# block 1

### config.mk
export PLATFORM = sky130hd
export DESIGN_NAME = br_update_queue_flat
export DESIGN_NICKNAME = d
export VERILOG_FILES = /design/src/rtl/br_update_queue_if.sv /design/src/rtl/br_update_queue.sv /design/src/flat_wrapper.sv
export SDC_FILE = /design/constraint.sdc
export NUM_CORES = 1
export LEC_CHECK = 0
export ABC_AREA = 1
export ABC_CLOCK_PERIOD_IN_PS = 3200
export CAP_MARGIN = 15
export CORE_AREA = 2 2 191 193
export CTS_BUF_LIST = sky130_fd_sc_hd__clkbuf_4 sky130_fd_sc_hd__clkbuf_8
export DETAILED_ROUTE_END_ITERATION = 8
export DIE_AREA = 0 0 193 195
export PLACE_DENSITY = 0.59
export SYNTH_ARGS = -nofsm -noshare
export SYNTH_HDL_FRONTEND = slang
export SYNTH_SLANG_ARGS = --single-unit
### constraint.sdc
create_clock -name clk -period 3.2 [get_ports clk]
set_input_delay 0.48 -clock clk [delete_from_list [all_inputs] [get_ports clk]]
set_output_delay 0.48 -clock clk [all_outputs]
set_load 0.05 [all_outputs]
### src/rtl/br_update_queue_if.sv
// Handshake and status bundle between the branch-resolution stage, the update queue and the predictor.
// The queue takes the slave modport; the environment driving it takes the master modport.
interface br_update_queue_if #(
    parameter int DEPTH  = 4,
    parameter int STAT_W = 32
);
    logic                     res_valid;
    logic [31:0]              res_pc;
    logic                     res_taken;
    logic                     res_pred;
    logic                     res_ready;
    logic                     upd_stall;
    logic                     upd_ld;
    logic                     upd_taken;
    logic [31:0]              upd_pc;
    logic                     mispredict;
    logic [31:0]              mispredict_pc;
    logic [$clog2(DEPTH):0]   count;
    logic [STAT_W-1:0]        stat_branches;
    logic [STAT_W-1:0]        stat_mispredicts;

    modport slave (
        input  res_valid, res_pc, res_taken, res_pred, upd_stall,
        output res_ready, upd_ld, upd_taken, upd_pc, mispredict, mispredict_pc,
               count, stat_branches, stat_mispredicts
    );

    modport master (
        output res_valid, res_pc, res_taken, res_pred, upd_stall,
        input  res_ready, upd_ld, upd_taken, upd_pc, mispredict, mispredict_pc,
               count, stat_branches, stat_mispredicts
    );
endinterface

### src/rtl/br_update_queue.sv
// Resolved-branch update FIFO with registered mispredict flag and saturating stats; 1-cycle push-to-head, no bypass.
// res_ready drops only when full (a same-cycle pop grants no credit); upd_stall holds the head entry.
module br_update_queue #(
    parameter int DEPTH  = 4,
    parameter int STAT_W = 32
) (
    input  logic               clk,
    input  logic               rst,
    br_update_queue_if.slave   bus
);
    localparam int AW = $clog2(DEPTH);
    localparam int CW = AW + 1;

    if (DEPTH < 2 || (DEPTH & (DEPTH - 1)) != 0) begin : g_depth_chk
        $error("br_update_queue: DEPTH must be a power of two >= 2");
    end

    typedef struct packed {
        logic [31:0] pc;
        logic        taken;
    } entry_t;

    entry_t             mem_q [DEPTH];
    entry_t             head;
    logic [AW-1:0]      wr_ptr_q, wr_ptr_d;
    logic [AW-1:0]      rd_ptr_q, rd_ptr_d;
    logic [CW-1:0]      count_q, count_d;
    logic               mispredict_q, mispredict_d;
    logic [31:0]        mis_pc_q, mis_pc_d;
    logic [STAT_W-1:0]  stat_br_q, stat_br_d;
    logic [STAT_W-1:0]  stat_mp_q, stat_mp_d;
    logic               empty, full, push, pop, mis_push;

    assign empty    = (count_q == '0);
    assign full     = (count_q == CW'(DEPTH));
    assign push     = bus.res_valid && !full && !rst;
    assign pop      = !rst && !empty && !bus.upd_stall;
    assign mis_push = push && (bus.res_taken != bus.res_pred);
    assign head     = mem_q[rd_ptr_q];

    // Reset forces the ready/strobe pair to its idle values even before the first edge clears state.
    assign bus.res_ready        = rst || !full;
    assign bus.upd_ld           = pop;
    assign bus.upd_pc           = empty ? 32'h0 : head.pc;
    assign bus.upd_taken        = empty ? 1'b0  : head.taken;
    assign bus.count            = count_q;
    assign bus.mispredict       = mispredict_q;
    assign bus.mispredict_pc    = mis_pc_q;
    assign bus.stat_branches    = stat_br_q;
    assign bus.stat_mispredicts = stat_mp_q;

    always_comb begin
        wr_ptr_d     = wr_ptr_q;
        rd_ptr_d     = rd_ptr_q;
        count_d      = count_q;
        mispredict_d = mis_push;
        mis_pc_d     = mis_push ? bus.res_pc : mis_pc_q;
        stat_br_d    = stat_br_q;
        stat_mp_d    = stat_mp_q;
        if (push) wr_ptr_d = wr_ptr_q + 1'b1;
        if (pop)  rd_ptr_d = rd_ptr_q + 1'b1;
        case ({push, pop})
            2'b10:   count_d = count_q + 1'b1;
            2'b01:   count_d = count_q - 1'b1;
            default: count_d = count_q;
        endcase
        if (push && stat_br_q != '1)     stat_br_d = stat_br_q + 1'b1;
        if (mis_push && stat_mp_q != '1) stat_mp_d = stat_mp_q + 1'b1;
    end

    always_ff @(posedge clk) begin
        if (rst) begin
            wr_ptr_q     <= '0;
            rd_ptr_q     <= '0;
            count_q      <= '0;
            mispredict_q <= 1'b0;
            mis_pc_q     <= '0;
            stat_br_q    <= '0;
            stat_mp_q    <= '0;
        end else begin
            wr_ptr_q     <= wr_ptr_d;
            rd_ptr_q     <= rd_ptr_d;
            count_q      <= count_d;
            mispredict_q <= mispredict_d;
            mis_pc_q     <= mis_pc_d;
            stat_br_q    <= stat_br_d;
            stat_mp_q    <= stat_mp_d;
        end
    end

    // Storage needs no reset: empty slots are never observable.
    always_ff @(posedge clk) begin
        if (push) mem_q[wr_ptr_q] <= {bus.res_pc, bus.res_taken};
    end
endmodule

### src/flat_wrapper.sv
// flat-port wrapper written by rule: the top's interface ports become plain ports
module br_update_queue_flat 
#(
    parameter int DEPTH  = 4,
    parameter int STAT_W = 32
)
  (clk, rst, bus_res_valid, bus_res_pc, bus_res_taken, bus_res_pred, bus_upd_stall, bus_res_ready, bus_upd_ld, bus_upd_taken, bus_upd_pc, bus_mispredict, bus_mispredict_pc, bus_count, bus_stat_branches, bus_stat_mispredicts);
  br_update_queue_if #(.DEPTH(DEPTH), .STAT_W(STAT_W)) bus_i ();
  input  logic clk;
  input  logic rst;
  input wire logic [$bits(bus_i.res_valid)-1:0] bus_res_valid;
  input wire logic [$bits(bus_i.res_pc)-1:0] bus_res_pc;
  input wire logic [$bits(bus_i.res_taken)-1:0] bus_res_taken;
  input wire logic [$bits(bus_i.res_pred)-1:0] bus_res_pred;
  input wire logic [$bits(bus_i.upd_stall)-1:0] bus_upd_stall;
  output wire logic [$bits(bus_i.res_ready)-1:0] bus_res_ready;
  output wire logic [$bits(bus_i.upd_ld)-1:0] bus_upd_ld;
  output wire logic [$bits(bus_i.upd_taken)-1:0] bus_upd_taken;
  output wire logic [$bits(bus_i.upd_pc)-1:0] bus_upd_pc;
  output wire logic [$bits(bus_i.mispredict)-1:0] bus_mispredict;
  output wire logic [$bits(bus_i.mispredict_pc)-1:0] bus_mispredict_pc;
  output wire logic [$bits(bus_i.count)-1:0] bus_count;
  output wire logic [$bits(bus_i.stat_branches)-1:0] bus_stat_branches;
  output wire logic [$bits(bus_i.stat_mispredicts)-1:0] bus_stat_mispredicts;
  assign bus_i.res_valid = bus_res_valid;
  assign bus_i.res_pc = bus_res_pc;
  assign bus_i.res_taken = bus_res_taken;
  assign bus_i.res_pred = bus_res_pred;
  assign bus_i.upd_stall = bus_upd_stall;
  assign bus_res_ready = bus_i.res_ready;
  assign bus_upd_ld = bus_i.upd_ld;
  assign bus_upd_taken = bus_i.upd_taken;
  assign bus_upd_pc = bus_i.upd_pc;
  assign bus_mispredict = bus_i.mispredict;
  assign bus_mispredict_pc = bus_i.mispredict_pc;
  assign bus_count = bus_i.count;
  assign bus_stat_branches = bus_i.stat_branches;
  assign bus_stat_mispredicts = bus_i.stat_mispredicts;
  br_update_queue #(.DEPTH(DEPTH), .STAT_W(STAT_W)) u_core (.clk(clk), .rst(rst), .bus(bus_i));
endmodule
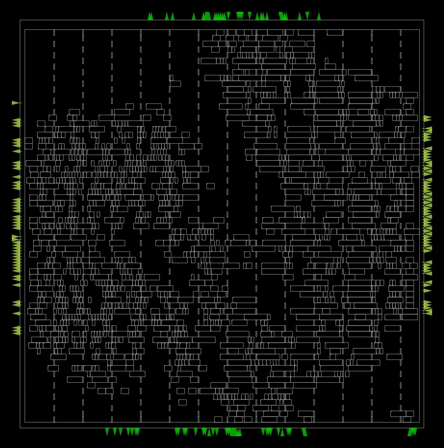
Fig. 1. Placed standard cells (block 1).
fraction of the core area covered by cells at the end of the flow: 39.62%
Seq/total area: 43.41%

==> flow_metrics.rpt <==
PHYSICAL IMPLEMENTATION REPORT
----------------------------------------------------
[Layout]
  Area of all sequential standard cells ........................ approximately 6100 sq um
  Register with the most flip-flops ........................ u_core.mem_q
  Post-route cell area ........................ 14020 sq um
  Num sequential ........................ 238
  Count of clock buffers in the final design ........................ 64

[Global routing]
  First-pass GRT wire length ........................ between 40000 and 50000 um

[Power and ir drop]
  Leak Pwr ........................ between 5 and 6 nW
  Internal Power ........................ between 5 and 6 mW
  Sw frac ........................ 27.46%
  Largest power group ........................ sequential cells

[Critical path]
  End of the critical path ........................ bus_upd_pc[11]
  Arrival time of the worst setup path ........................ 2.36 ns

[Final timing]
  Fin worst setup slack ........................ about 0.36 ns
  Least-Margin Pin Slew ........................ 1.020 ns

[Logic synthesis]
  Number of flops mapped to enable cells by yosys ........................ between 100 and 150
  Number of instances in the synthesized netlist ........................ 1243
  Yosys warning total ........................ 0
  Library cell with the highest instance count after synthesis ........................ nor2_1

[Outcome]
  Run status ........................ finished clean

----------------------------------------------------
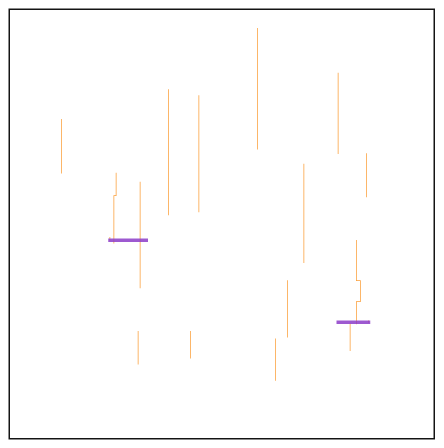
Fig. 2. Routed metal, one color a layer (block 1).
Two of the layers only.
[purple] met5 | wire length: 30.4 um
[orange] met4 | wire length: 500 um
final routed wire length divided by cell count: 15.41 um
total length of routed wires: 29600 um
total vias in the final route: 8914


# block 2

Fig. 3: block 2, placed standard cells
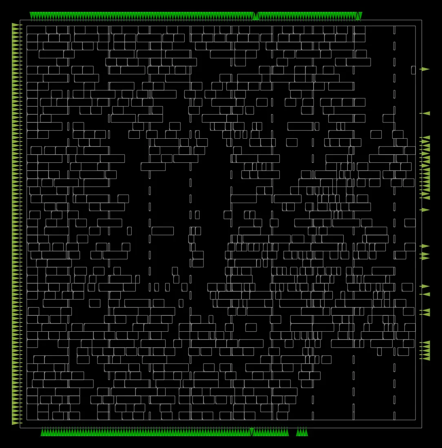
Fig. 4: block 2, sequential cells colored by netlist name
Other sequential cells in the stronger gray, the rest of the logic in the fainter gray.
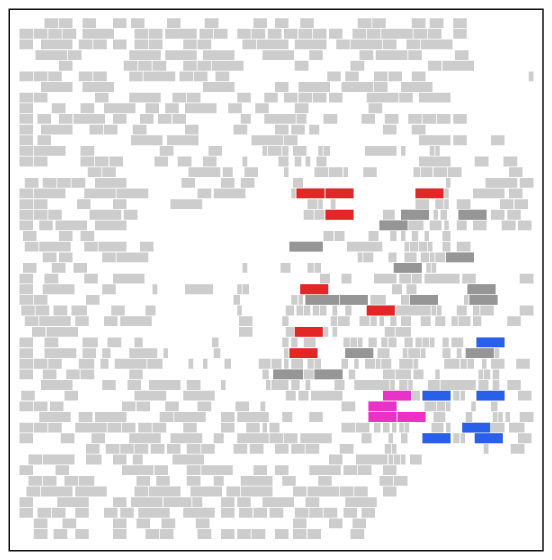
<file path="config.mk">
export PLATFORM = sky130hd
export DESIGN_NAME = sme_load_driver
export DESIGN_NICKNAME = d
export VERILOG_FILES = /design/src/rtl/sme_load_driver.sv
export SDC_FILE = /design/constraint.sdc
export NUM_CORES = 1
export LEC_CHECK = 0
export CAP_MARGIN = 15
export CORE_AREA = 2 2 134 136
export DETAILED_ROUTE_END_ITERATION = 10
export DIE_AREA = 0 0 136 138
export GPL_ROUTABILITY_DRIVEN = 0
export PLACE_DENSITY_LB_ADDON = 0.15
export SLEW_MARGIN = 40
export SYNTH_ARGS = -nofsm -noshare
export SYNTH_HDL_FRONTEND = slang
export SYNTH_SLANG_ARGS = --single-unit
</file>
<file path="constraint.sdc">
create_clock -name clk -period 2.7 [get_ports clk]
set_input_delay 0.54 -clock clk [delete_from_list [all_inputs] [get_ports clk]]
set_output_delay 0.54 -clock clk [all_outputs]
set_load 0.01 [all_outputs]
</file>
<file path="src/rtl/sme_load_driver.sv">
`default_nettype none
// ============================================================================
// Module      : sme_load_driver
// Description : Serialises a host string/pattern request into one gap-free
//               byte write burst to the SME shared memory, then waits for
//               mem_valid. Optional watchdog: define SME_LOAD_TIMEOUT_EN.
// Revision    : 1.0 - initial release
// ============================================================================
module sme_load_driver #(
    parameter int BYTE        = 8,
    parameter int MAX_STRING  = 32,
    parameter int MAX_PATTERN = 8,
    parameter int STR_LW      = 6,
    parameter int PAT_LW      = 4,
    parameter int TIMEOUT_CYC = 1024
) (
    input  logic                          clk,
    input  logic                          reset,
    input  logic                          start,
    input  logic [MAX_STRING*BYTE-1:0]    str_buf,
    input  logic [MAX_PATTERN*BYTE-1:0]   pat_buf,
    input  logic [STR_LW-1:0]             str_len,
    input  logic [PAT_LW-1:0]             pat_len,
    input  logic                          mem_valid,
    output logic [BYTE-1:0]               w_data,
    output logic                          write,
    output logic                          w_sel,
    output logic                          busy,
    output logic                          done,
    output logic                          err,
    output logic                          timeout
);

    localparam int c_SIW = (MAX_STRING  > 1) ? $clog2(MAX_STRING)  : 1;
    localparam int c_PIW = (MAX_PATTERN > 1) ? $clog2(MAX_PATTERN) : 1;

    typedef enum logic [2:0] {
        S_IDLE       = 3'd0,
        S_SEND_STR   = 3'd1,
        S_SEND_PAT   = 3'd2,
        S_WAIT_VALID = 3'd3,
        S_FINISH     = 3'd4
    } state_t;

    state_t            r_state;
    logic [STR_LW-1:0] r_idx;
    logic [STR_LW-1:0] r_str_len;
    logic [PAT_LW-1:0] r_pat_len;
    logic              r_wait_first;
    logic [BYTE-1:0]   r_w_data;
    logic              r_write;
    logic              r_w_sel;
    logic              r_busy;
    logic              r_done;
    logic              r_err;
    logic              w_req_ok;

    logic [BYTE-1:0] w_str_byte [MAX_STRING];
    logic [BYTE-1:0] w_pat_byte [MAX_PATTERN];

    for (genvar k = 0; k < MAX_STRING; k++) begin : g_str_unpack
        assign w_str_byte[k] = str_buf[k*BYTE +: BYTE];
    end

    for (genvar k = 0; k < MAX_PATTERN; k++) begin : g_pat_unpack
        assign w_pat_byte[k] = pat_buf[k*BYTE +: BYTE];
    end

    assign w_req_ok = (str_len != '0) && (32'(str_len) <= MAX_STRING) &&
                      (pat_len != '0) && (32'(pat_len) <= MAX_PATTERN);

`ifdef SME_LOAD_TIMEOUT_EN
    localparam int c_TCW = $clog2(TIMEOUT_CYC + 1);
    logic [c_TCW-1:0] r_to_cnt;
    logic             r_timeout;
    assign timeout = r_timeout;
`else
    // No watchdog in this build; TIMEOUT_CYC is positive so this is constant low.
    assign timeout = (TIMEOUT_CYC < 0);
`endif

    always_ff @(posedge clk) begin
        if (reset) begin
            r_state      <= S_IDLE;
            r_idx        <= '0;
            r_str_len    <= '0;
            r_pat_len    <= '0;
            r_wait_first <= 1'b0;
            r_w_data     <= '0;
            r_write      <= 1'b0;
            r_w_sel      <= 1'b0;
            r_busy       <= 1'b0;
            r_done       <= 1'b0;
            r_err        <= 1'b0;
`ifdef SME_LOAD_TIMEOUT_EN
            r_to_cnt     <= '0;
            r_timeout    <= 1'b0;
`endif
        end else begin
            r_done <= 1'b0;
            r_err  <= 1'b0;
`ifdef SME_LOAD_TIMEOUT_EN
            r_timeout <= 1'b0;
`endif
            case (r_state)
                S_IDLE: begin
                    if (start) begin
                        r_str_len <= str_len;
                        r_pat_len <= pat_len;
                        if (!w_req_ok) begin
                            r_err <= 1'b1;
                        end else begin
                            // Beat 0 is launched here so the burst starts right after start.
                            r_state  <= S_SEND_STR;
                            r_busy   <= 1'b1;
                            r_write  <= 1'b1;
                            r_w_sel  <= 1'b0;
                            r_w_data <= w_str_byte[0];
                            r_idx    <= STR_LW'(1);
                        end
                    end
                end

                S_SEND_STR: begin
                    if (r_idx == r_str_len) begin
                        r_state  <= S_SEND_PAT;
                        r_w_sel  <= 1'b1;
                        r_w_data <= w_pat_byte[0];
                        r_idx    <= STR_LW'(1);
                    end else begin
                        r_w_data <= w_str_byte[r_idx[c_SIW-1:0]];
                        r_idx    <= r_idx + 1'b1;
                    end
                end

                S_SEND_PAT: begin
                    if (r_idx == STR_LW'(r_pat_len)) begin
                        r_state      <= S_WAIT_VALID;
                        r_write      <= 1'b0;
                        r_w_sel      <= 1'b0;
                        r_w_data     <= '0;
                        r_idx        <= '0;
                        r_wait_first <= 1'b1;
                    end else begin
                        r_w_data <= w_pat_byte[r_idx[c_PIW-1:0]];
                        r_idx    <= r_idx + 1'b1;
                    end
                end

                S_WAIT_VALID: begin
                    // The first cycle may still see the previous transaction's level.
                    r_wait_first <= 1'b0;
                    if (!r_wait_first && mem_valid) begin
                        r_state <= S_FINISH;
                        r_done  <= 1'b1;
`ifdef SME_LOAD_TIMEOUT_EN
                        r_to_cnt <= '0;
                    end else if (r_to_cnt == c_TCW'(TIMEOUT_CYC - 1)) begin
                        r_state   <= S_IDLE;
                        r_busy    <= 1'b0;
                        r_err     <= 1'b1;
                        r_timeout <= 1'b1;
                        r_to_cnt  <= '0;
                    end else begin
                        r_to_cnt <= r_to_cnt + 1'b1;
`endif
                    end
                end

                S_FINISH: begin
                    r_state <= S_IDLE;
                    r_busy  <= 1'b0;
                end

                default: begin
                    r_state <= S_IDLE;
                    r_busy  <= 1'b0;
                    r_write <= 1'b0;
                end
            endcase
        end
    end

    assign w_data = r_w_data;
    assign write  = r_write;
    assign w_sel  = r_w_sel;
    assign busy   = r_busy;
    assign done   = r_done;
    assign err    = r_err;

endmodule
`default_nettype wire

</file>
==> flow_metrics.rpt <==
PHYSICAL IMPLEMENTATION REPORT
----------------------------------------------------
[Logic synthesis]
  Top cells by area ........................ mux4_2 (50%), dfxtp_1 (16%), nand2_1 (4.0%), mux2i_1 (2.6%), a21oi_1 (2.5%)
  Top area contributor share ........................ 49.77%
  Library cell with the highest instance count after synthesis ........................ mux4_2
  Register share after synthesis ........................ 15.87%
  Average size of a mapped cell ........................ between 10 and 15 sq um
  Number of flops mapped to enable cells by yosys ........................ 0
  Main logic family ........................ multiplexers

[Critical path]
  Highest fanout seen on the critical path ........................ 8
  Logic depth of the worst setup path including buffers ........................ 7
  Worst-case reg-to-reg path depth ........................ 7

[Detailed routing]
  Final routed wire length divided by cell count ........................ ~21 um

[Die]
  Initial core utilization ........................ a little under a quarter
  Row cnt ........................ slightly below 50

[Final timing]
  Unrepaired setup endpoints after global routing ........................ yes

[Outcome]
  Run status ........................ finished clean

[Clock network]
  Number of buffers inserted to repair setup after CTS ........................ 0
  Clock slew at the register clock pins of the worst setup and hold paths ........................ about 0.05 ns

[Layout]
  Post-route cell area ........................ roughly 8200 sq um
  Num sequential ........................ 33

[Global routing]
  GR met3 Demand/Resource ........................ about 4.5%
  Total gr overflow ........................ 0

[Power and ir drop]
  Comb pwr share ........................ between 60% and 70%

----------------------------------------------------
About Fig. 3:
area of the core: 17530 sq um
Filler Cell Count: 1635
fraction of the core area covered by cells at the end of the flow: 46.84%
Seq/total area: 8.151%
Post-Layout Cell Count: 956

About Fig. 4:
[magenta] `r_pat_len` | placed flops: 4
[blue] `r_str_len` | placed flops: 6 | where: lower right
[red] `w_data` | placed flops: 8 | where: center
area of all sequential standard cells: 669.4 sq um
Power Sequential: 0.682 mW


# block 3

**config.mk**
```make
export PLATFORM = sky130hd
export DESIGN_NAME = uart_parity_unit_flat
export DESIGN_NICKNAME = d
export VERILOG_FILES = /design/src/rtl/uart_parity_pkg.sv /design/src/rtl/uart_parity_unit_if.sv /design/src/rtl/parity_bit_calc.sv /design/src/rtl/uart_parity_unit.sv /design/src/flat_wrapper.sv
export SDC_FILE = /design/constraint.sdc
export NUM_CORES = 1
export LEC_CHECK = 0
export ABC_AREA = 1
export CAP_MARGIN = 20
export CORE_AREA = 2 2 62 64
export CTS_CLUSTER_DIAMETER = 30
export DETAILED_ROUTE_END_ITERATION = 10
export DIE_AREA = 0 0 64 66
export MAX_ROUTING_LAYER = met4
export PLACE_DENSITY_LB_ADDON = 0.25
export SLEW_MARGIN = 15
export SYNTH_ARGS = -nofsm -noshare
export SYNTH_HDL_FRONTEND = slang
export SYNTH_SLANG_ARGS = --single-unit
```
**constraint.sdc**
```tcl
create_clock -name clk -period 2.05 [get_ports clk]
set_clock_uncertainty 0.15 [all_clocks]
set_input_delay 0.3075 -clock clk [delete_from_list [all_inputs] [get_ports clk]]
set_output_delay 0.3075 -clock clk [all_outputs]
set_load 0.01 [all_outputs]
```
**src/rtl/uart_parity_pkg.sv**
```systemverilog
// Shared encodings for the UART parity unit: parity modes and checker FSM states.
package uart_parity_pkg;

    // Parity mode encoding as presented on par_mode.
    typedef enum logic [1:0] {
        PAR_EVEN  = 2'b00,
        PAR_ODD   = 2'b01,
        PAR_MARK  = 2'b10,
        PAR_SPACE = 2'b11
    } par_mode_e;

    // Serial checker states.
    typedef enum logic [1:0] {
        ST_IDLE   = 2'b00,
        ST_DATA   = 2'b01,
        ST_PARITY = 2'b10
    } chk_state_e;

endpackage

```
**src/rtl/uart_parity_unit_if.sv**
```systemverilog
// Bus bundle for the UART parity unit: generator, checker and error counter signals.
//
// Handshake semantics: there is no backpressure. load, frame_start, sample_en
// and err_clr are single-cycle strobes that the unit always accepts on the
// rising edge where they are high. gen_valid, check_done and par_err are
// single-cycle registered pulses; parity_bit and err_cnt hold their values.
interface uart_parity_unit_if #(
    parameter int DATA_WIDTH    = 8,
    parameter int ERR_CNT_WIDTH = 8
) ();
    // Tx generator
    logic                     par_en;
    logic [1:0]               par_mode;
    logic                     load;
    logic [DATA_WIDTH-1:0]    data_in;
    logic                     parity_bit;
    logic                     gen_valid;
    // Rx checker
    logic                     frame_start;
    logic                     sample_en;
    logic                     rx_bit;
    logic                     busy;
    logic                     check_done;
    logic                     par_err;
    // Error counter
    logic                     err_clr;
    logic [ERR_CNT_WIDTH-1:0] err_cnt;
    // Debug view of the checker FSM
    uart_parity_pkg::chk_state_e chk_state;

    modport slave (
        input  par_en, par_mode, load, data_in, frame_start, sample_en, rx_bit, err_clr,
        output parity_bit, gen_valid, busy, check_done, par_err, err_cnt, chk_state
    );

    modport master (
        output par_en, par_mode, load, data_in, frame_start, sample_en, rx_bit, err_clr,
        input  parity_bit, gen_valid, busy, check_done, par_err, err_cnt, chk_state
    );
endinterface

```
**src/rtl/parity_bit_calc.sv**
```systemverilog
// Turns an XOR-reduction of data bits plus a parity mode into the parity bit.
module parity_bit_calc
    import uart_parity_pkg::*;
(
    input  logic       xor_i,
    input  logic [1:0] mode_i,
    output logic       par_o
);

    // Mode decode: even passes the XOR, odd inverts it, mark/space are constant.
    always_comb begin
        par_o = 1'b0;
        case (mode_i)
            PAR_EVEN:  par_o = xor_i;
            PAR_ODD:   par_o = ~xor_i;
            PAR_MARK:  par_o = 1'b1;
            PAR_SPACE: par_o = 1'b0;
            default:   par_o = 1'b0;
        endcase
    end

endmodule

```
**src/rtl/uart_parity_unit.sv**
```systemverilog
// UART parity unit: Tx parity generator, serial Rx parity checker and a
// saturating parity-error counter. Generator and checker run independently.
module uart_parity_unit
    import uart_parity_pkg::*;
#(
    parameter int DATA_WIDTH    = 8,
    parameter int ERR_CNT_WIDTH = 8
) (
    input  logic              clk,
    input  logic              rst,
    uart_parity_unit_if.slave bus
);

    localparam int CNT_W = $clog2(DATA_WIDTH + 1);
    localparam logic [CNT_W-1:0] LAST_BIT = CNT_W'(DATA_WIDTH - 1);

    // ------------------------------------------------------------------
    // Generator
    // ------------------------------------------------------------------
    logic gen_xor;
    logic gen_par;
    logic parity_bit_q, parity_bit_d;
    logic gen_valid_q,  gen_valid_d;

    assign gen_xor = ^bus.data_in;

    parity_bit_calc u_gen_calc (
        .xor_i  (gen_xor),
        .mode_i (bus.par_mode),
        .par_o  (gen_par)
    );

    // Capture parity on load; without parity enabled the bit is forced low.
    always_comb begin
        parity_bit_d = parity_bit_q;
        gen_valid_d  = bus.load;
        if (bus.load) begin
            parity_bit_d = bus.par_en & gen_par;
        end
    end

    // Generator registers.
    always_ff @(posedge clk or posedge rst) begin
        if (rst) begin
            parity_bit_q <= 1'b0;
            gen_valid_q  <= 1'b0;
        end else begin
            parity_bit_q <= parity_bit_d;
            gen_valid_q  <= gen_valid_d;
        end
    end

    // ------------------------------------------------------------------
    // Checker
    // ------------------------------------------------------------------
    chk_state_e       state_q, state_d;
    logic [CNT_W-1:0] cnt_q,   cnt_d;
    logic             xor_q,   xor_d;
    logic [1:0]       mode_q,  mode_d;
    logic             pen_q,   pen_d;
    logic             done_q,  done_d;
    logic             err_q,   err_d;
    logic             exp_par;

    // Expected parity for the frame uses the mode latched at frame start.
    parity_bit_calc u_chk_calc (
        .xor_i  (xor_q),
        .mode_i (mode_q),
        .par_o  (exp_par)
    );

    // Checker next-state: frame_start always (re)starts a frame, even mid-frame.
    always_comb begin
        state_d = state_q;
        cnt_d   = cnt_q;
        xor_d   = xor_q;
        mode_d  = mode_q;
        pen_d   = pen_q;
        done_d  = 1'b0;
        err_d   = 1'b0;
        if (bus.frame_start) begin
            state_d = ST_DATA;
            cnt_d   = '0;
            xor_d   = 1'b0;
            mode_d  = bus.par_mode;
            pen_d   = bus.par_en;
        end else begin
            case (state_q)
                ST_DATA: begin
                    if (bus.sample_en) begin
                        xor_d = xor_q ^ bus.rx_bit;
                        cnt_d = cnt_q + CNT_W'(1);
                        if (cnt_q == LAST_BIT) begin
                            if (pen_q) begin
                                state_d = ST_PARITY;
                            end else begin
                                state_d = ST_IDLE;
                                done_d  = 1'b1;
                            end
                        end
                    end
                end
                ST_PARITY: begin
                    if (bus.sample_en) begin
                        state_d = ST_IDLE;
                        done_d  = 1'b1;
                        err_d   = (bus.rx_bit != exp_par);
                    end
                end
                default: begin
                    state_d = ST_IDLE;
                end
            endcase
        end
    end

    // Checker registers.
    always_ff @(posedge clk or posedge rst) begin
        if (rst) begin
            state_q <= ST_IDLE;
            cnt_q   <= '0;
            xor_q   <= 1'b0;
            mode_q  <= 2'b00;
            pen_q   <= 1'b0;
            done_q  <= 1'b0;
            err_q   <= 1'b0;
        end else begin
            state_q <= state_d;
            cnt_q   <= cnt_d;
            xor_q   <= xor_d;
            mode_q  <= mode_d;
            pen_q   <= pen_d;
            done_q  <= done_d;
            err_q   <= err_d;
        end
    end

    // ------------------------------------------------------------------
    // Error counter: counts visible par_err pulses, saturates, clear wins.
    // ------------------------------------------------------------------
    logic [ERR_CNT_WIDTH-1:0] err_cnt_q, err_cnt_d;

    // Next count value.
    always_comb begin
        err_cnt_d = err_cnt_q;
        if (bus.err_clr) begin
            err_cnt_d = '0;
        end else if (err_q && !(&err_cnt_q)) begin
            err_cnt_d = err_cnt_q + ERR_CNT_WIDTH'(1);
        end
    end

    // Counter register.
    always_ff @(posedge clk or posedge rst) begin
        if (rst) begin
            err_cnt_q <= '0;
        end else begin
            err_cnt_q <= err_cnt_d;
        end
    end

    // ------------------------------------------------------------------
    // Outputs
    // ------------------------------------------------------------------
    assign bus.parity_bit = parity_bit_q;
    assign bus.gen_valid  = gen_valid_q;
    assign bus.busy       = (state_q != ST_IDLE);
    assign bus.check_done = done_q;
    assign bus.par_err    = err_q;
    assign bus.err_cnt    = err_cnt_q;
    assign bus.chk_state  = state_q;

endmodule
```
**src/flat_wrapper.sv**
```systemverilog
// flat-port wrapper written by rule: the top's interface ports become plain ports
module uart_parity_unit_flat import uart_parity_pkg::*;
#(
    parameter int DATA_WIDTH    = 8,
    parameter int ERR_CNT_WIDTH = 8
)
  (clk, rst, bus_par_en, bus_par_mode, bus_load, bus_data_in, bus_frame_start, bus_sample_en, bus_rx_bit, bus_err_clr, bus_parity_bit, bus_gen_valid, bus_busy, bus_check_done, bus_par_err, bus_err_cnt, bus_chk_state);
  uart_parity_unit_if #(.DATA_WIDTH(DATA_WIDTH), .ERR_CNT_WIDTH(ERR_CNT_WIDTH)) bus_i ();
  input  logic clk;
  input  logic rst;
  input wire logic [$bits(bus_i.par_en)-1:0] bus_par_en;
  input wire logic [$bits(bus_i.par_mode)-1:0] bus_par_mode;
  input wire logic [$bits(bus_i.load)-1:0] bus_load;
  input wire logic [$bits(bus_i.data_in)-1:0] bus_data_in;
  input wire logic [$bits(bus_i.frame_start)-1:0] bus_frame_start;
  input wire logic [$bits(bus_i.sample_en)-1:0] bus_sample_en;
  input wire logic [$bits(bus_i.rx_bit)-1:0] bus_rx_bit;
  input wire logic [$bits(bus_i.err_clr)-1:0] bus_err_clr;
  output wire logic [$bits(bus_i.parity_bit)-1:0] bus_parity_bit;
  output wire logic [$bits(bus_i.gen_valid)-1:0] bus_gen_valid;
  output wire logic [$bits(bus_i.busy)-1:0] bus_busy;
  output wire logic [$bits(bus_i.check_done)-1:0] bus_check_done;
  output wire logic [$bits(bus_i.par_err)-1:0] bus_par_err;
  output wire logic [$bits(bus_i.err_cnt)-1:0] bus_err_cnt;
  output wire logic [$bits(bus_i.chk_state)-1:0] bus_chk_state;
  assign bus_i.par_en = bus_par_en;
  assign bus_i.par_mode = bus_par_mode;
  assign bus_i.load = bus_load;
  assign bus_i.data_in = bus_data_in;
  assign bus_i.frame_start = bus_frame_start;
  assign bus_i.sample_en = bus_sample_en;
  assign bus_i.rx_bit = bus_rx_bit;
  assign bus_i.err_clr = bus_err_clr;
  assign bus_parity_bit = bus_i.parity_bit;
  assign bus_gen_valid = bus_i.gen_valid;
  assign bus_busy = bus_i.busy;
  assign bus_check_done = bus_i.check_done;
  assign bus_par_err = bus_i.par_err;
  assign bus_err_cnt = bus_i.err_cnt;
  assign bus_chk_state = bus_i.chk_state;
  uart_parity_unit #(.DATA_WIDTH(DATA_WIDTH), .ERR_CNT_WIDTH(ERR_CNT_WIDTH)) u_core (.clk(clk), .rst(rst), .bus(bus_i));
endmodule
```
==> flow_metrics.rpt <==
PHYSICAL IMPLEMENTATION REPORT
----------------------------------------------------
[Die]
  Die Span Y ........................ roughly 66 um

[Final timing]
  Hold Worst Slack ........................ 0.1763 ns

[Detailed routing]
  Total length of routed wires ........................ roughly 2500 um
  Total length of routed met3 wires ........................ between 150 and 200 um
  Highest routed metal layer ........................ met4
  Remaining antenna violation count after routing ........................ 0

[Power and ir drop]
  Fraction of power consumed by sequential logic ........................ roughly 58%

[Layout]
  Dominant logic cell type in the layout ........................ nand2_1
  Leading cell category by total area ........................ multi-input combinational cells
  Non-clock buffer share ........................ a little under a fifth
  Non-clock inverter count in the final layout ........................ 32
  Multi-Input Combinational ........................ 124
  Share of cells above drive strength 1 ........................ a little under an eighth

[Critical path]
  Kind of end point of the critical path ........................ output port
  Worst-case reg-to-reg path depth ........................ 7
  Startpoint-to-endpoint class of the critical path ........................ register to output port

[Outcome]
  Run status ........................ finished clean

[Global routing]
  Number of global-route vias before repair ........................ roughly 1100
  Largest net degree at the start of global routing ........................ 23

[Clock network]
  Number of gates given a new drive strength after cts ........................ 0

[Logic synthesis]
  Library cell with the highest instance count after synthesis ........................ nand2_1

----------------------------------------------------
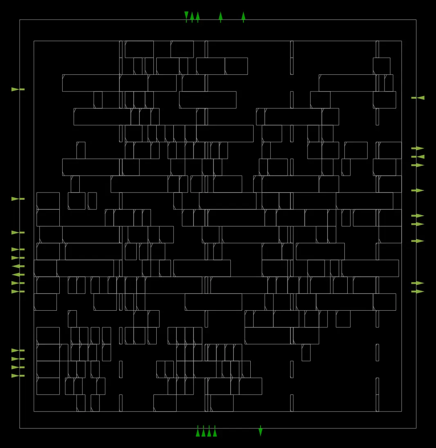
Fig. 5. Placed standard cells (block 3).
fraction of the core area covered by cells at the end of the flow: 50.21%
row cnt: 22

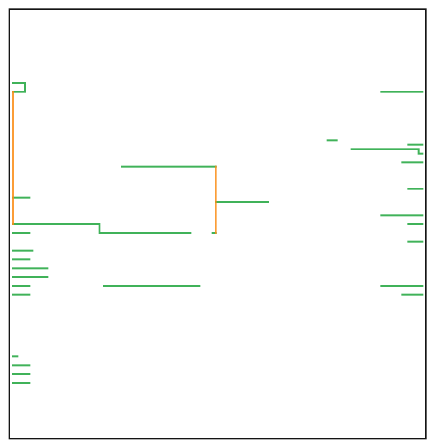
Fig. 6. Routed metal, one color a layer (block 3).
Two of the layers only.
[green] met3 | wire length: 153 um
[orange] met4 | wire length: 30.6 um
final routed wire length divided by cell count: 9.380 um
global routing usage summed across all routing layers: 14.27%
total vias in the final route: 1178

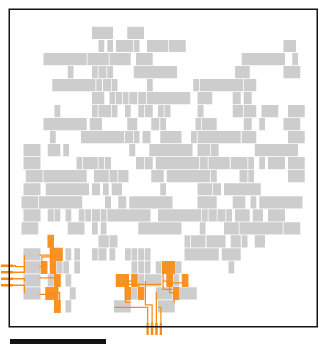
Fig. 7. Nets reached from selected ports (block 3).
The bar under the picture is 20 um long.
[orange] `bus_data_in` | bits: 8 | direction: input | edge: 4 left, 4 bottom | end cells: 19 | buffers: 8 | wire: 119 um
total of buffers placed on input and output ports: 32
I/O pins: 33


# block 4

File: src/rtl/ltc2308_pkg.sv
// rtl/ltc2308_pkg.sv - shared types and constants for the LTC2308 reader
package ltc2308_pkg;

  typedef enum logic [2:0] {
    IDLE,
    CONVST,
    CONV,
    SHIFT,
    DONE
  } state_t;

  localparam int DATA_W      = 12;
  localparam int CFG_W       = 6;
  localparam int SCK_PERIODS = 12;
  localparam int SCK_CNT_W   = $clog2(SCK_PERIODS + 1);

  // Bit positions inside the 6-bit LTC2308 configuration word
  localparam int CFG_SD  = 5;
  localparam int CFG_OS  = 4;
  localparam int CFG_S1  = 3;
  localparam int CFG_S0  = 2;
  localparam int CFG_UNI = 1;
  localparam int CFG_SLP = 0;

  function automatic logic [CFG_W-1:0] cfg_word(input logic [2:0] ch, input logic uni);
    logic [CFG_W-1:0] w;
    w          = '0;
    w[CFG_SD]  = 1'b1;
    w[CFG_OS]  = ch[0];
    w[CFG_S1]  = ch[2];
    w[CFG_S0]  = ch[1];
    w[CFG_UNI] = uni;
    w[CFG_SLP] = 1'b0;
    return w;
  endfunction

endpackage

File: src/rtl/ltc2308_reader_if.sv
// rtl/ltc2308_reader_if.sv - LTC2308 serial pin bundle
interface ltc2308_reader_if;

  logic adc_convst;
  logic adc_sck;
  logic adc_sdi;
  logic adc_sdo;

  modport master (output adc_convst, output adc_sck, output adc_sdi, input adc_sdo);
  modport slave  (input adc_convst, input adc_sck, input adc_sdi, output adc_sdo);

endinterface

File: src/rtl/ltc2308_sck_gen.sv
// rtl/ltc2308_sck_gen.sv - SCK level, edge strobes and period count for one shift burst
module ltc2308_sck_gen
  import ltc2308_pkg::*;
#(
  parameter int CLK_DIV = 2
) (
  input  logic                 clk,
  input  logic                 rst_n,
  input  logic                 run,
  output logic                 sck,
  output logic                 rise,
  output logic                 fall,
  output logic [SCK_CNT_W-1:0] period
);

  logic [7:0] div_cnt;
  logic       div_end;

  assign div_end = (div_cnt == 8'(CLK_DIV - 1));
  // Strobes mark the clk edge on which the registered sck level changes
  assign rise    = run && !sck && div_end;
  assign fall    = run && sck && div_end;

  always_ff @(posedge clk or negedge rst_n) begin
    if (!rst_n) begin
      div_cnt <= '0;
      sck     <= 1'b0;
      period  <= '0;
    end else if (!run) begin
      div_cnt <= '0;
      sck     <= 1'b0;
      period  <= '0;
    end else if (div_end) begin
      div_cnt <= '0;
      sck     <= ~sck;
      if (sck) begin
        period <= period + 1'b1;
      end
    end else begin
      div_cnt <= div_cnt + 8'd1;
    end
  end

endmodule

File: src/rtl/ltc2308_reader.sv
// rtl/ltc2308_reader.sv - LTC2308 free-running channel scanner, one tagged result per frame
module ltc2308_reader
  import ltc2308_pkg::*;
#(
  parameter int CLK_DIV       = 2,
  parameter int CONVST_CYCLES = 2,
  parameter int CONV_CYCLES   = 80,
  parameter int NUM_CH        = 8,
  parameter int UNIPOLAR      = 1
) (
  input  logic             clk_clk,
  input  logic             reset_reset_n,
  input  logic             enable,
  ltc2308_reader_if.master adc,
  output logic [15:0]      adcvalue,
  output logic             adcvalid
);

  state_t               state, state_n;
  logic [9:0]           cnt;
  logic                 first;
  logic [2:0]           tx_ch, prev_ch;
  logic [CFG_W-1:0]     cfg, tx_sr;
  logic [DATA_W-1:0]    rx_sr;
  logic                 sck, sck_rise, sck_fall;
  logic [SCK_CNT_W-1:0] sck_period;

  assign cfg         = cfg_word(tx_ch, UNIPOLAR != 0);
  assign adc.adc_sck = sck;

  ltc2308_sck_gen #(.CLK_DIV(CLK_DIV)) u_sck_gen (
    .clk    (clk_clk),
    .rst_n  (reset_reset_n),
    .run    (state == SHIFT),
    .sck    (sck),
    .rise   (sck_rise),
    .fall   (sck_fall),
    .period (sck_period)
  );

  always_comb begin
    state_n = state;
    case (state)
      IDLE:    if (enable) state_n = CONVST;
      CONVST:  if (cnt == 10'(CONVST_CYCLES - 1)) state_n = CONV;
      CONV:    if (cnt == 10'(CONV_CYCLES - 1)) state_n = SHIFT;
      SHIFT:   if (sck_fall && sck_period == SCK_CNT_W'(SCK_PERIODS - 1)) state_n = DONE;
      DONE:    state_n = enable ? CONVST : IDLE;
      default: state_n = IDLE;
    endcase
  end

  always_ff @(posedge clk_clk or negedge reset_reset_n) begin
    if (!reset_reset_n) begin
      state          <= IDLE;
      cnt            <= '0;
      first          <= 1'b1;
      tx_ch          <= '0;
      prev_ch        <= '0;
      tx_sr          <= '0;
      rx_sr          <= '0;
      adc.adc_convst <= 1'b0;
      adc.adc_sdi    <= 1'b0;
      adcvalue       <= '0;
      adcvalid       <= 1'b0;
    end else begin
      state          <= state_n;
      adc.adc_convst <= (state_n == CONVST);
      adcvalid       <= 1'b0;

      if (state_n == state && (state == CONVST || state == CONV)) begin
        cnt <= cnt + 10'd1;
      end else begin
        cnt <= '0;
      end

      // Config bits change only on SCK falls, so each is stable across the ADC's rising edge
      if (state == CONV && state_n == SHIFT) begin
        adc.adc_sdi <= cfg[CFG_W-1];
        tx_sr       <= {cfg[CFG_W-2:0], 1'b0};
      end else if (sck_fall) begin
        adc.adc_sdi <= tx_sr[CFG_W-1];
        tx_sr       <= {tx_sr[CFG_W-2:0], 1'b0};
      end

      if (sck_rise) begin
        rx_sr <= {rx_sr[DATA_W-2:0], adc.adc_sdo};
      end

      if (state == IDLE && state_n == CONVST) begin
        tx_ch <= '0;
        first <= 1'b1;
      end

      // Data shifted out now was converted with the config sent in the previous frame
      if (state == DONE) begin
        if (!first) begin
          adcvalue <= {1'b0, prev_ch, rx_sr};
          adcvalid <= 1'b1;
        end
        first   <= 1'b0;
        prev_ch <= tx_ch;
        tx_ch   <= (tx_ch == 3'(NUM_CH - 1)) ? 3'd0 : tx_ch + 3'd1;
      end
    end
  end

endmodule

File: src/flat_wrapper.sv
// flat-port wrapper written by rule: the top's interface ports become plain ports
module ltc2308_reader_flat import ltc2308_pkg::*;
#(
  parameter int CLK_DIV       = 2,
  parameter int CONVST_CYCLES = 2,
  parameter int CONV_CYCLES   = 80,
  parameter int NUM_CH        = 8,
  parameter int UNIPOLAR      = 1
)
  (clk_clk, reset_reset_n, enable, adcvalue, adcvalid, adc_adc_convst, adc_adc_sck, adc_adc_sdi, adc_adc_sdo);
  ltc2308_reader_if adc_i ();
  input  logic clk_clk;
  input  logic reset_reset_n;
  input  logic enable;
  output logic [15:0] adcvalue;
  output logic adcvalid;
  output wire logic [$bits(adc_i.adc_convst)-1:0] adc_adc_convst;
  output wire logic [$bits(adc_i.adc_sck)-1:0] adc_adc_sck;
  output wire logic [$bits(adc_i.adc_sdi)-1:0] adc_adc_sdi;
  input wire logic [$bits(adc_i.adc_sdo)-1:0] adc_adc_sdo;
  assign adc_adc_convst = adc_i.adc_convst;
  assign adc_adc_sck = adc_i.adc_sck;
  assign adc_adc_sdi = adc_i.adc_sdi;
  assign adc_i.adc_sdo = adc_adc_sdo;
  ltc2308_reader #(.CLK_DIV(CLK_DIV), .CONVST_CYCLES(CONVST_CYCLES), .CONV_CYCLES(CONV_CYCLES), .NUM_CH(NUM_CH), .UNIPOLAR(UNIPOLAR)) u_core (.clk_clk(clk_clk), .reset_reset_n(reset_reset_n), .enable(enable), .adc(adc_i), .adcvalue(adcvalue), .adcvalid(adcvalid));
endmodule
File: config.mk
export PLATFORM = sky130hd
export DESIGN_NAME = ltc2308_reader_flat
export DESIGN_NICKNAME = d
export VERILOG_FILES = /design/src/rtl/ltc2308_pkg.sv /design/src/rtl/ltc2308_reader_if.sv /design/src/rtl/ltc2308_sck_gen.sv /design/src/rtl/ltc2308_reader.sv /design/src/flat_wrapper.sv
export SDC_FILE = /design/constraint.sdc
export NUM_CORES = 1
export LEC_CHECK = 0
export CORE_UTILIZATION = 54
export CTS_BUF_LIST = sky130_fd_sc_hd__clkbuf_8
export CTS_CLUSTER_DIAMETER = 60
export CTS_CLUSTER_SIZE = 40
export DETAILED_ROUTE_END_ITERATION = 12
export GPL_ROUTABILITY_DRIVEN = 0
export MAX_ROUTING_LAYER = met4
export PLACE_DENSITY_LB_ADDON = 0.25
export SYNTH_ARGS = -nofsm -noshare
export SYNTH_HDL_FRONTEND = slang
export SYNTH_SLANG_ARGS = --single-unit
File: constraint.sdc
create_clock -name clk_clk -period 1.75 [get_ports clk_clk]
set_input_delay 0.35 -clock clk_clk [delete_from_list [all_inputs] [get_ports clk_clk]]
set_output_delay 0.35 -clock clk_clk [all_outputs]
set_load 0.01 [all_outputs]
==> flow_metrics.rpt <==
PHYSICAL IMPLEMENTATION REPORT
----------------------------------------------------
[Layout]
  Post-Layout Cell Count ........................ roughly 370
  Fraction of the core area covered by cells at the end of the flow ........................ between 70% and 80%
  Regs by FF count ........................ u_core.adcvalue x15, u_core.rx_sr x12, u_core.cnt x10
  Count of clock buffers in the final design ........................ 9

[Detailed routing]
  Number of violations reported at the end of detailed-routing iteration 0 ........................ about 60
  Met2 routed wirelength ........................ roughly 2800 um

[Outcome]
  Run status ........................ finished with violations
  Failing checks ........................ setup timing

[Final timing]
  Fin worst setup slack ........................ -0.07335 ns
  Number of setup violations in the final report ........................ 6
  Aggregate negative setup slack ........................ -0.1718 ns
  Unrepaired setup endpoints after global routing ........................ yes

[Clock network]
  Max clock buf depth ........................ 2

[Critical path]
  Critical Path, Cell by Cell ........................ or4_4 -> or4_4 -> a21boi_2 -> o221ai_2
  Slowest cell delay on critical path ........................ 0.56 ns
  Worst-case reg-to-reg path depth ........................ 4

[Die]
  Area of the core ........................ 5172 sq um
  Die Span Y ........................ 75.57 um

[Run]
  Tally of OpenROAD warnings ........................ 31

[Logic synthesis]
  Cell variety after synth ........................ 42

[Global routing]
  Largest net degree at the start of global routing ........................ between 60 and 70

----------------------------------------------------
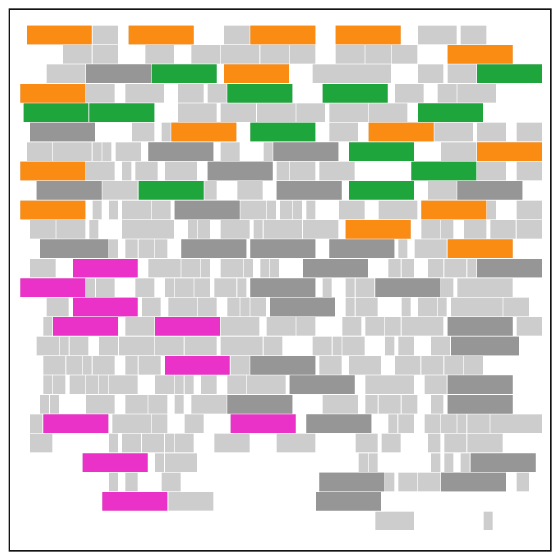
Fig. 8. Sequential cells colored by netlist name (block 4).
Other sequential cells in the stronger gray, the rest of the logic in the fainter gray.
[green] `u_core.rx_sr` | placed flops: 12
[magenta] `u_core.cnt` | placed flops: 10
[orange] `u_core.adcvalue` | placed flops: 15
Power Sequential: 1.55 mW
area of all sequential standard cells: 1679 sq um
Seq/total area: 44.29%

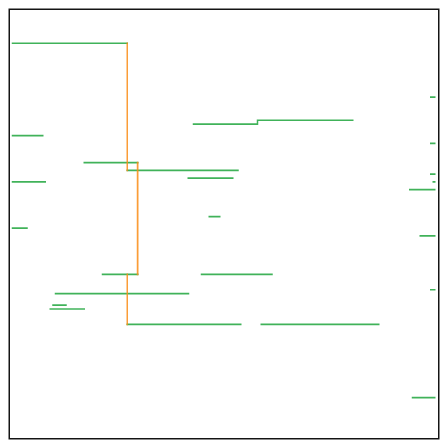
Fig. 9. Routed metal, one color a layer (block 4).
Two of the layers only.
[green] met3 | wire length: 206 um
[orange] met4 | wire length: 51.0 um
total vias in the final route: 1966
global routing usage summed across all routing layers: 22.12%
final routed wire length divided by cell count: 14.72 um


# block 5

## src/rtl/cpu_ctrl_pkg.sv

```systemverilog
// Shared control definitions for the IF-stage PC sequencer and the debug unit
// that decodes its state output.
package cpu_ctrl_pkg;

    typedef enum logic [1:0] {
        ST_IDLE = 2'b00,
        ST_RUN  = 2'b01,
        ST_STEP = 2'b10,
        ST_HALT = 2'b11
    } pc_state_e;

    // Fixed instruction size; sequential fetch advances the PC by this amount.
    localparam int INSTR_BYTES = 4;

endpackage

```

## src/rtl/pc_sequencer_sat_counter.sv

```systemverilog
// Saturating up-counter used for the RUN/STEP cycle count.
module sat_counter #(
    parameter int NB = 32
) (
    input  logic          clk,
    input  logic          i_rst_n,
    input  logic          i_clr,
    input  logic          i_inc,
    output logic [NB-1:0] o_cnt
);

    logic [NB-1:0] cnt_reg;

    // Clear has priority over increment; the count sticks at all-ones.
    always_ff @(posedge clk) begin
        if (!i_rst_n || i_clr) begin
            cnt_reg <= '0;
        end else if (i_inc && (cnt_reg != '1)) begin
            cnt_reg <= cnt_reg + NB'(1);
        end
    end

    assign o_cnt = cnt_reg;

endmodule

```

## src/rtl/pc_sequencer.sv

```systemverilog
// IF-stage PC sequencer: picks the next PC (clear / redirect / sequential)
// and gates the PC register load under debug run/step/halt and hazard stalls.
module pc_sequencer
    import cpu_ctrl_pkg::*;
#(
    parameter int                NB_PC    = 32,
    parameter int                NB_CNT   = 32,
    parameter logic [NB_PC-1:0]  RESET_PC = '0
) (
    input  logic              clk,
    input  logic              i_rst_n,
    input  logic [NB_PC-1:0]  i_pc,
    input  logic              i_start,
    input  logic              i_step,
    input  logic              i_stop,
    input  logic              i_clr,
    input  logic              i_stall,
    input  logic              i_redirect,
    input  logic [NB_PC-1:0]  i_target,
    input  logic              i_halt,
    output logic [NB_PC-1:0]  o_pc_next,
    output logic              o_pc_en,
    output logic              o_if_flush,
    output logic [1:0]        o_state,
    output logic              o_step_done,
    output logic [NB_CNT-1:0] o_cycle_cnt
);

    pc_state_e state_reg, state_next;
    logic      step_done_reg, step_done_next;

    logic             active;
    logic             adv;
    logic             halt_take;
    logic [NB_PC-1:0] pc_seq;
    logic [NB_PC-1:0] pc_redirect;

    // Only RUN and STEP let the PC move; a redirect overrides a stall, and a
    // halt decoded behind a taken branch is a wrong-path instruction.
    assign active      = (state_reg == ST_RUN) || (state_reg == ST_STEP);
    assign adv         = i_redirect || !i_stall;
    assign halt_take   = i_halt && !i_redirect;
    assign pc_seq      = i_pc + NB_PC'(INSTR_BYTES);
    assign pc_redirect = i_target & ~NB_PC'(INSTR_BYTES - 1);

    // State and step-completion pulse registers.
    always_ff @(posedge clk) begin
        if (!i_rst_n) begin
            state_reg     <= ST_IDLE;
            step_done_reg <= 1'b0;
        end else begin
            state_reg     <= state_next;
            step_done_reg <= step_done_next;
        end
    end

    // Next-state, next-PC mux and PC load/flush control.
    always_comb begin
        state_next     = state_reg;
        step_done_next = 1'b0;
        o_pc_next      = pc_seq;
        o_pc_en        = 1'b0;
        o_if_flush     = 1'b0;

        if (i_redirect) begin
            o_pc_next = pc_redirect;
        end

        if (active) begin
            o_pc_en    = adv && !halt_take;
            o_if_flush = i_redirect;
        end

        unique case (state_reg)
            ST_IDLE: begin
                if (i_start)     state_next = ST_RUN;
                else if (i_step) state_next = ST_STEP;
            end
            ST_RUN: begin
                if (halt_take)   state_next = ST_HALT;
                else if (i_stop) state_next = ST_IDLE;
            end
            ST_STEP: begin
                if (halt_take) begin
                    state_next = ST_HALT;
                end else if (adv) begin
                    state_next     = ST_IDLE;
                    step_done_next = 1'b1;
                end
            end
            ST_HALT: state_next = ST_HALT;
            default: state_next = ST_IDLE;
        endcase

        // Debug clear beats everything, including a pending step completion.
        if (i_clr) begin
            state_next     = ST_IDLE;
            step_done_next = 1'b0;
            o_pc_next      = RESET_PC;
            o_pc_en        = 1'b1;
        end

        // Keep the PC register quiet and pointed at the boot address in reset.
        if (!i_rst_n) begin
            o_pc_next  = RESET_PC;
            o_pc_en    = 1'b0;
            o_if_flush = 1'b0;
        end
    end

    sat_counter #(
        .NB (NB_CNT)
    ) u_cycle_cnt (
        .clk     (clk),
        .i_rst_n (i_rst_n),
        .i_clr   (i_clr),
        .i_inc   (active),
        .o_cnt   (o_cycle_cnt)
    );

    assign o_state     = state_reg;
    assign o_step_done = step_done_reg;

endmodule

```

## config.mk

```make
export PLATFORM = sky130hd
export DESIGN_NAME = pc_sequencer
export DESIGN_NICKNAME = d
export VERILOG_FILES = /design/src/rtl/cpu_ctrl_pkg.sv /design/src/rtl/pc_sequencer_sat_counter.sv /design/src/rtl/pc_sequencer.sv
export SDC_FILE = /design/constraint.sdc
export NUM_CORES = 1
export LEC_CHECK = 0
export CAP_MARGIN = 5
export CORE_MARGIN = 3
export CORE_UTILIZATION = 38
export DETAILED_ROUTE_END_ITERATION = 10
export GPL_ROUTABILITY_DRIVEN = 0
export PLACE_DENSITY_LB_ADDON = 0.12
export RECOVER_POWER = 100
export SLEW_MARGIN = 20
export SYNTH_ARGS = -nofsm -noshare
export SYNTH_HDL_FRONTEND = slang
export SYNTH_HIERARCHICAL = 1
export SYNTH_SLANG_ARGS = --single-unit
export TNS_END_PERCENT = 30
```

## constraint.sdc

```tcl
create_clock -name clk -period 1.9 [get_ports clk]
set_input_delay 0.38 -clock clk [delete_from_list [all_inputs] [get_ports clk]]
set_output_delay 0.38 -clock clk [all_outputs]
set_load 0.05 [all_outputs]
```

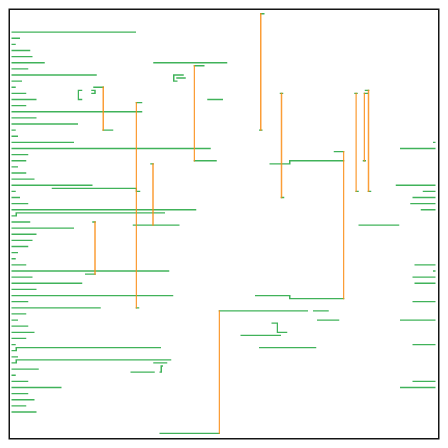
Fig. 10. Routed metal, one color a layer (block 5).
Two of the layers only.
[green] met3 | wire length: 861 um
[orange] met4 | wire length: 269 um
final routed wire length divided by cell count: 17.49 um
total vias in the final route: 3930
global routing usage summed across all routing layers: 25.11%
total length of routed wires: 12370 um

==> flow_metrics.rpt <==
PHYSICAL IMPLEMENTATION REPORT
----------------------------------------------------
[Placed design]
  Cell area reported after detailed placement ........................ 5533 sq um
  Placed insts ........................ 690
  Total of buffers placed on input and output ports ........................ roughly 140

[Logic synthesis]
  Register share after synthesis ........................ a little under a quarter
  Top cells by area ........................ dfxtp_1 (23%), xnor2_1 (8.4%), a21oi_1 (7.0%), nor2_1 (5.6%), mux2i_1 (3.7%)
  Top area contributor share ........................ between 20% and 30%
  Number of flops mapped to enable cells by yosys ........................ 0

[Final timing]
  Share of the clock period used by the worst path after layout ........................ 114.5%
  Min Clock Period, post-route ........................ 2.175 ns
  Number of setup violations in the final report ........................ 30
  Aggregate negative setup slack ........................ -4.281 ns
  Fin worst setup slack ........................ -0.2747 ns

[Clock network]
  Clock root cell ........................ clkbuf_8
  Number of buffers added by the clock tree synthesis step ........................ 5

[Power and ir drop]
  Maximum vdd drop ........................ 405.5 uV
  Sw frac ........................ between 30 and 40%

[Outcome]
  Run status ........................ finished with violations
  Failing checks ........................ setup timing

[Die]
  I/O pins ........................ roughly 140

[Layout]
  Non-clock buffer share ........................ approximately two fifths
  Dominant logic cell type in the layout ........................ buf_4
  Fraction of standard cell area in multi-input logic ........................ between 40% and 50%

[Critical path]
  Highest fanout seen on the critical path ........................ 4
  Crit path max-delay family ........................ simple AND/OR/NAND/NOR gates

[Run]
  MaxCap Viol Count ........................ 0

[Detailed routing]
  # DRC ........................ 0
  Ratio of routed vias to standard cells ........................ ~5.6

[Global routing]
  Largest net degree at the start of global routing ........................ 31

----------------------------------------------------
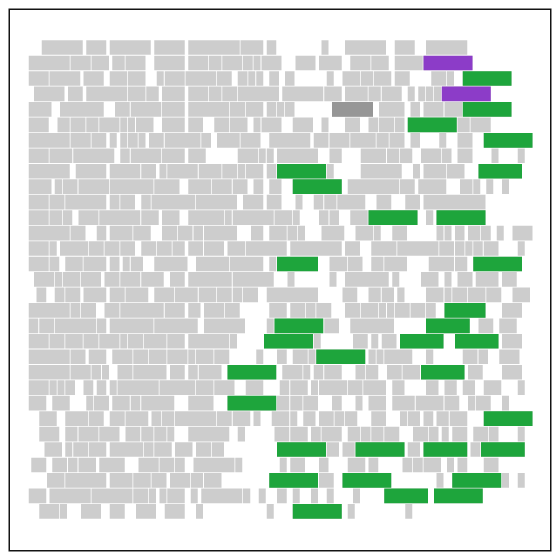
Fig. 11. Sequential cells colored by netlist name (block 5).
Other sequential cells in the stronger gray, the rest of the logic in the fainter gray.
[purple] `o_state` | placed flops: 2
[green] `u_cycle_cnt/o_cnt` | placed flops: 32
not colored: 1
fraction of the core area covered by cells at the end of the flow: 78.67%
Power Sequential: 0.715 mW
area of all sequential standard cells: 800.8 sq um
Seq/total area: 13.60%



==> layout pictures side by side <==
Metal 2.
picture 1
The bar under the picture is 50 um long.
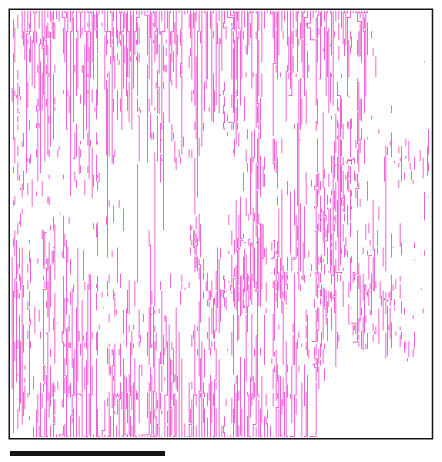
picture 2
The bar under the picture is 20 um long.
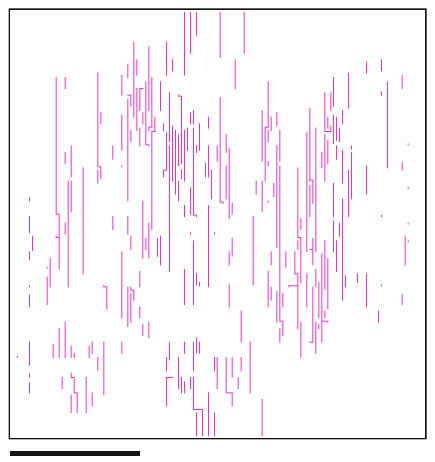
picture 3
The bar under the picture is 20 um long.
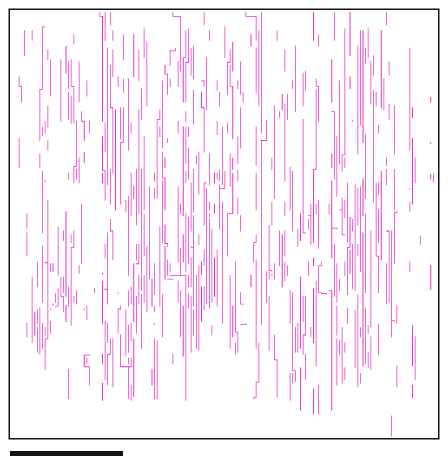
picture 4
The bar under the picture is 20 um long.
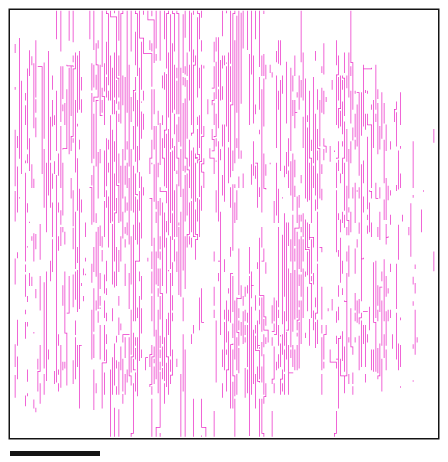
picture 5
The bar under the picture is 50 um long.
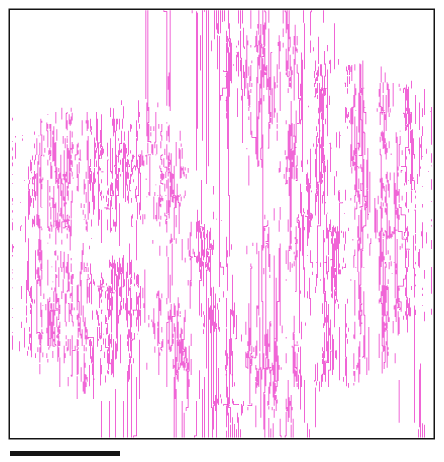
block 4: picture 3
block 1: picture 5
block 5: picture 4
block 3: picture 2
block 2: picture 1
Of these, largest die: picture 5

Power and IR drop assume default switching activity.
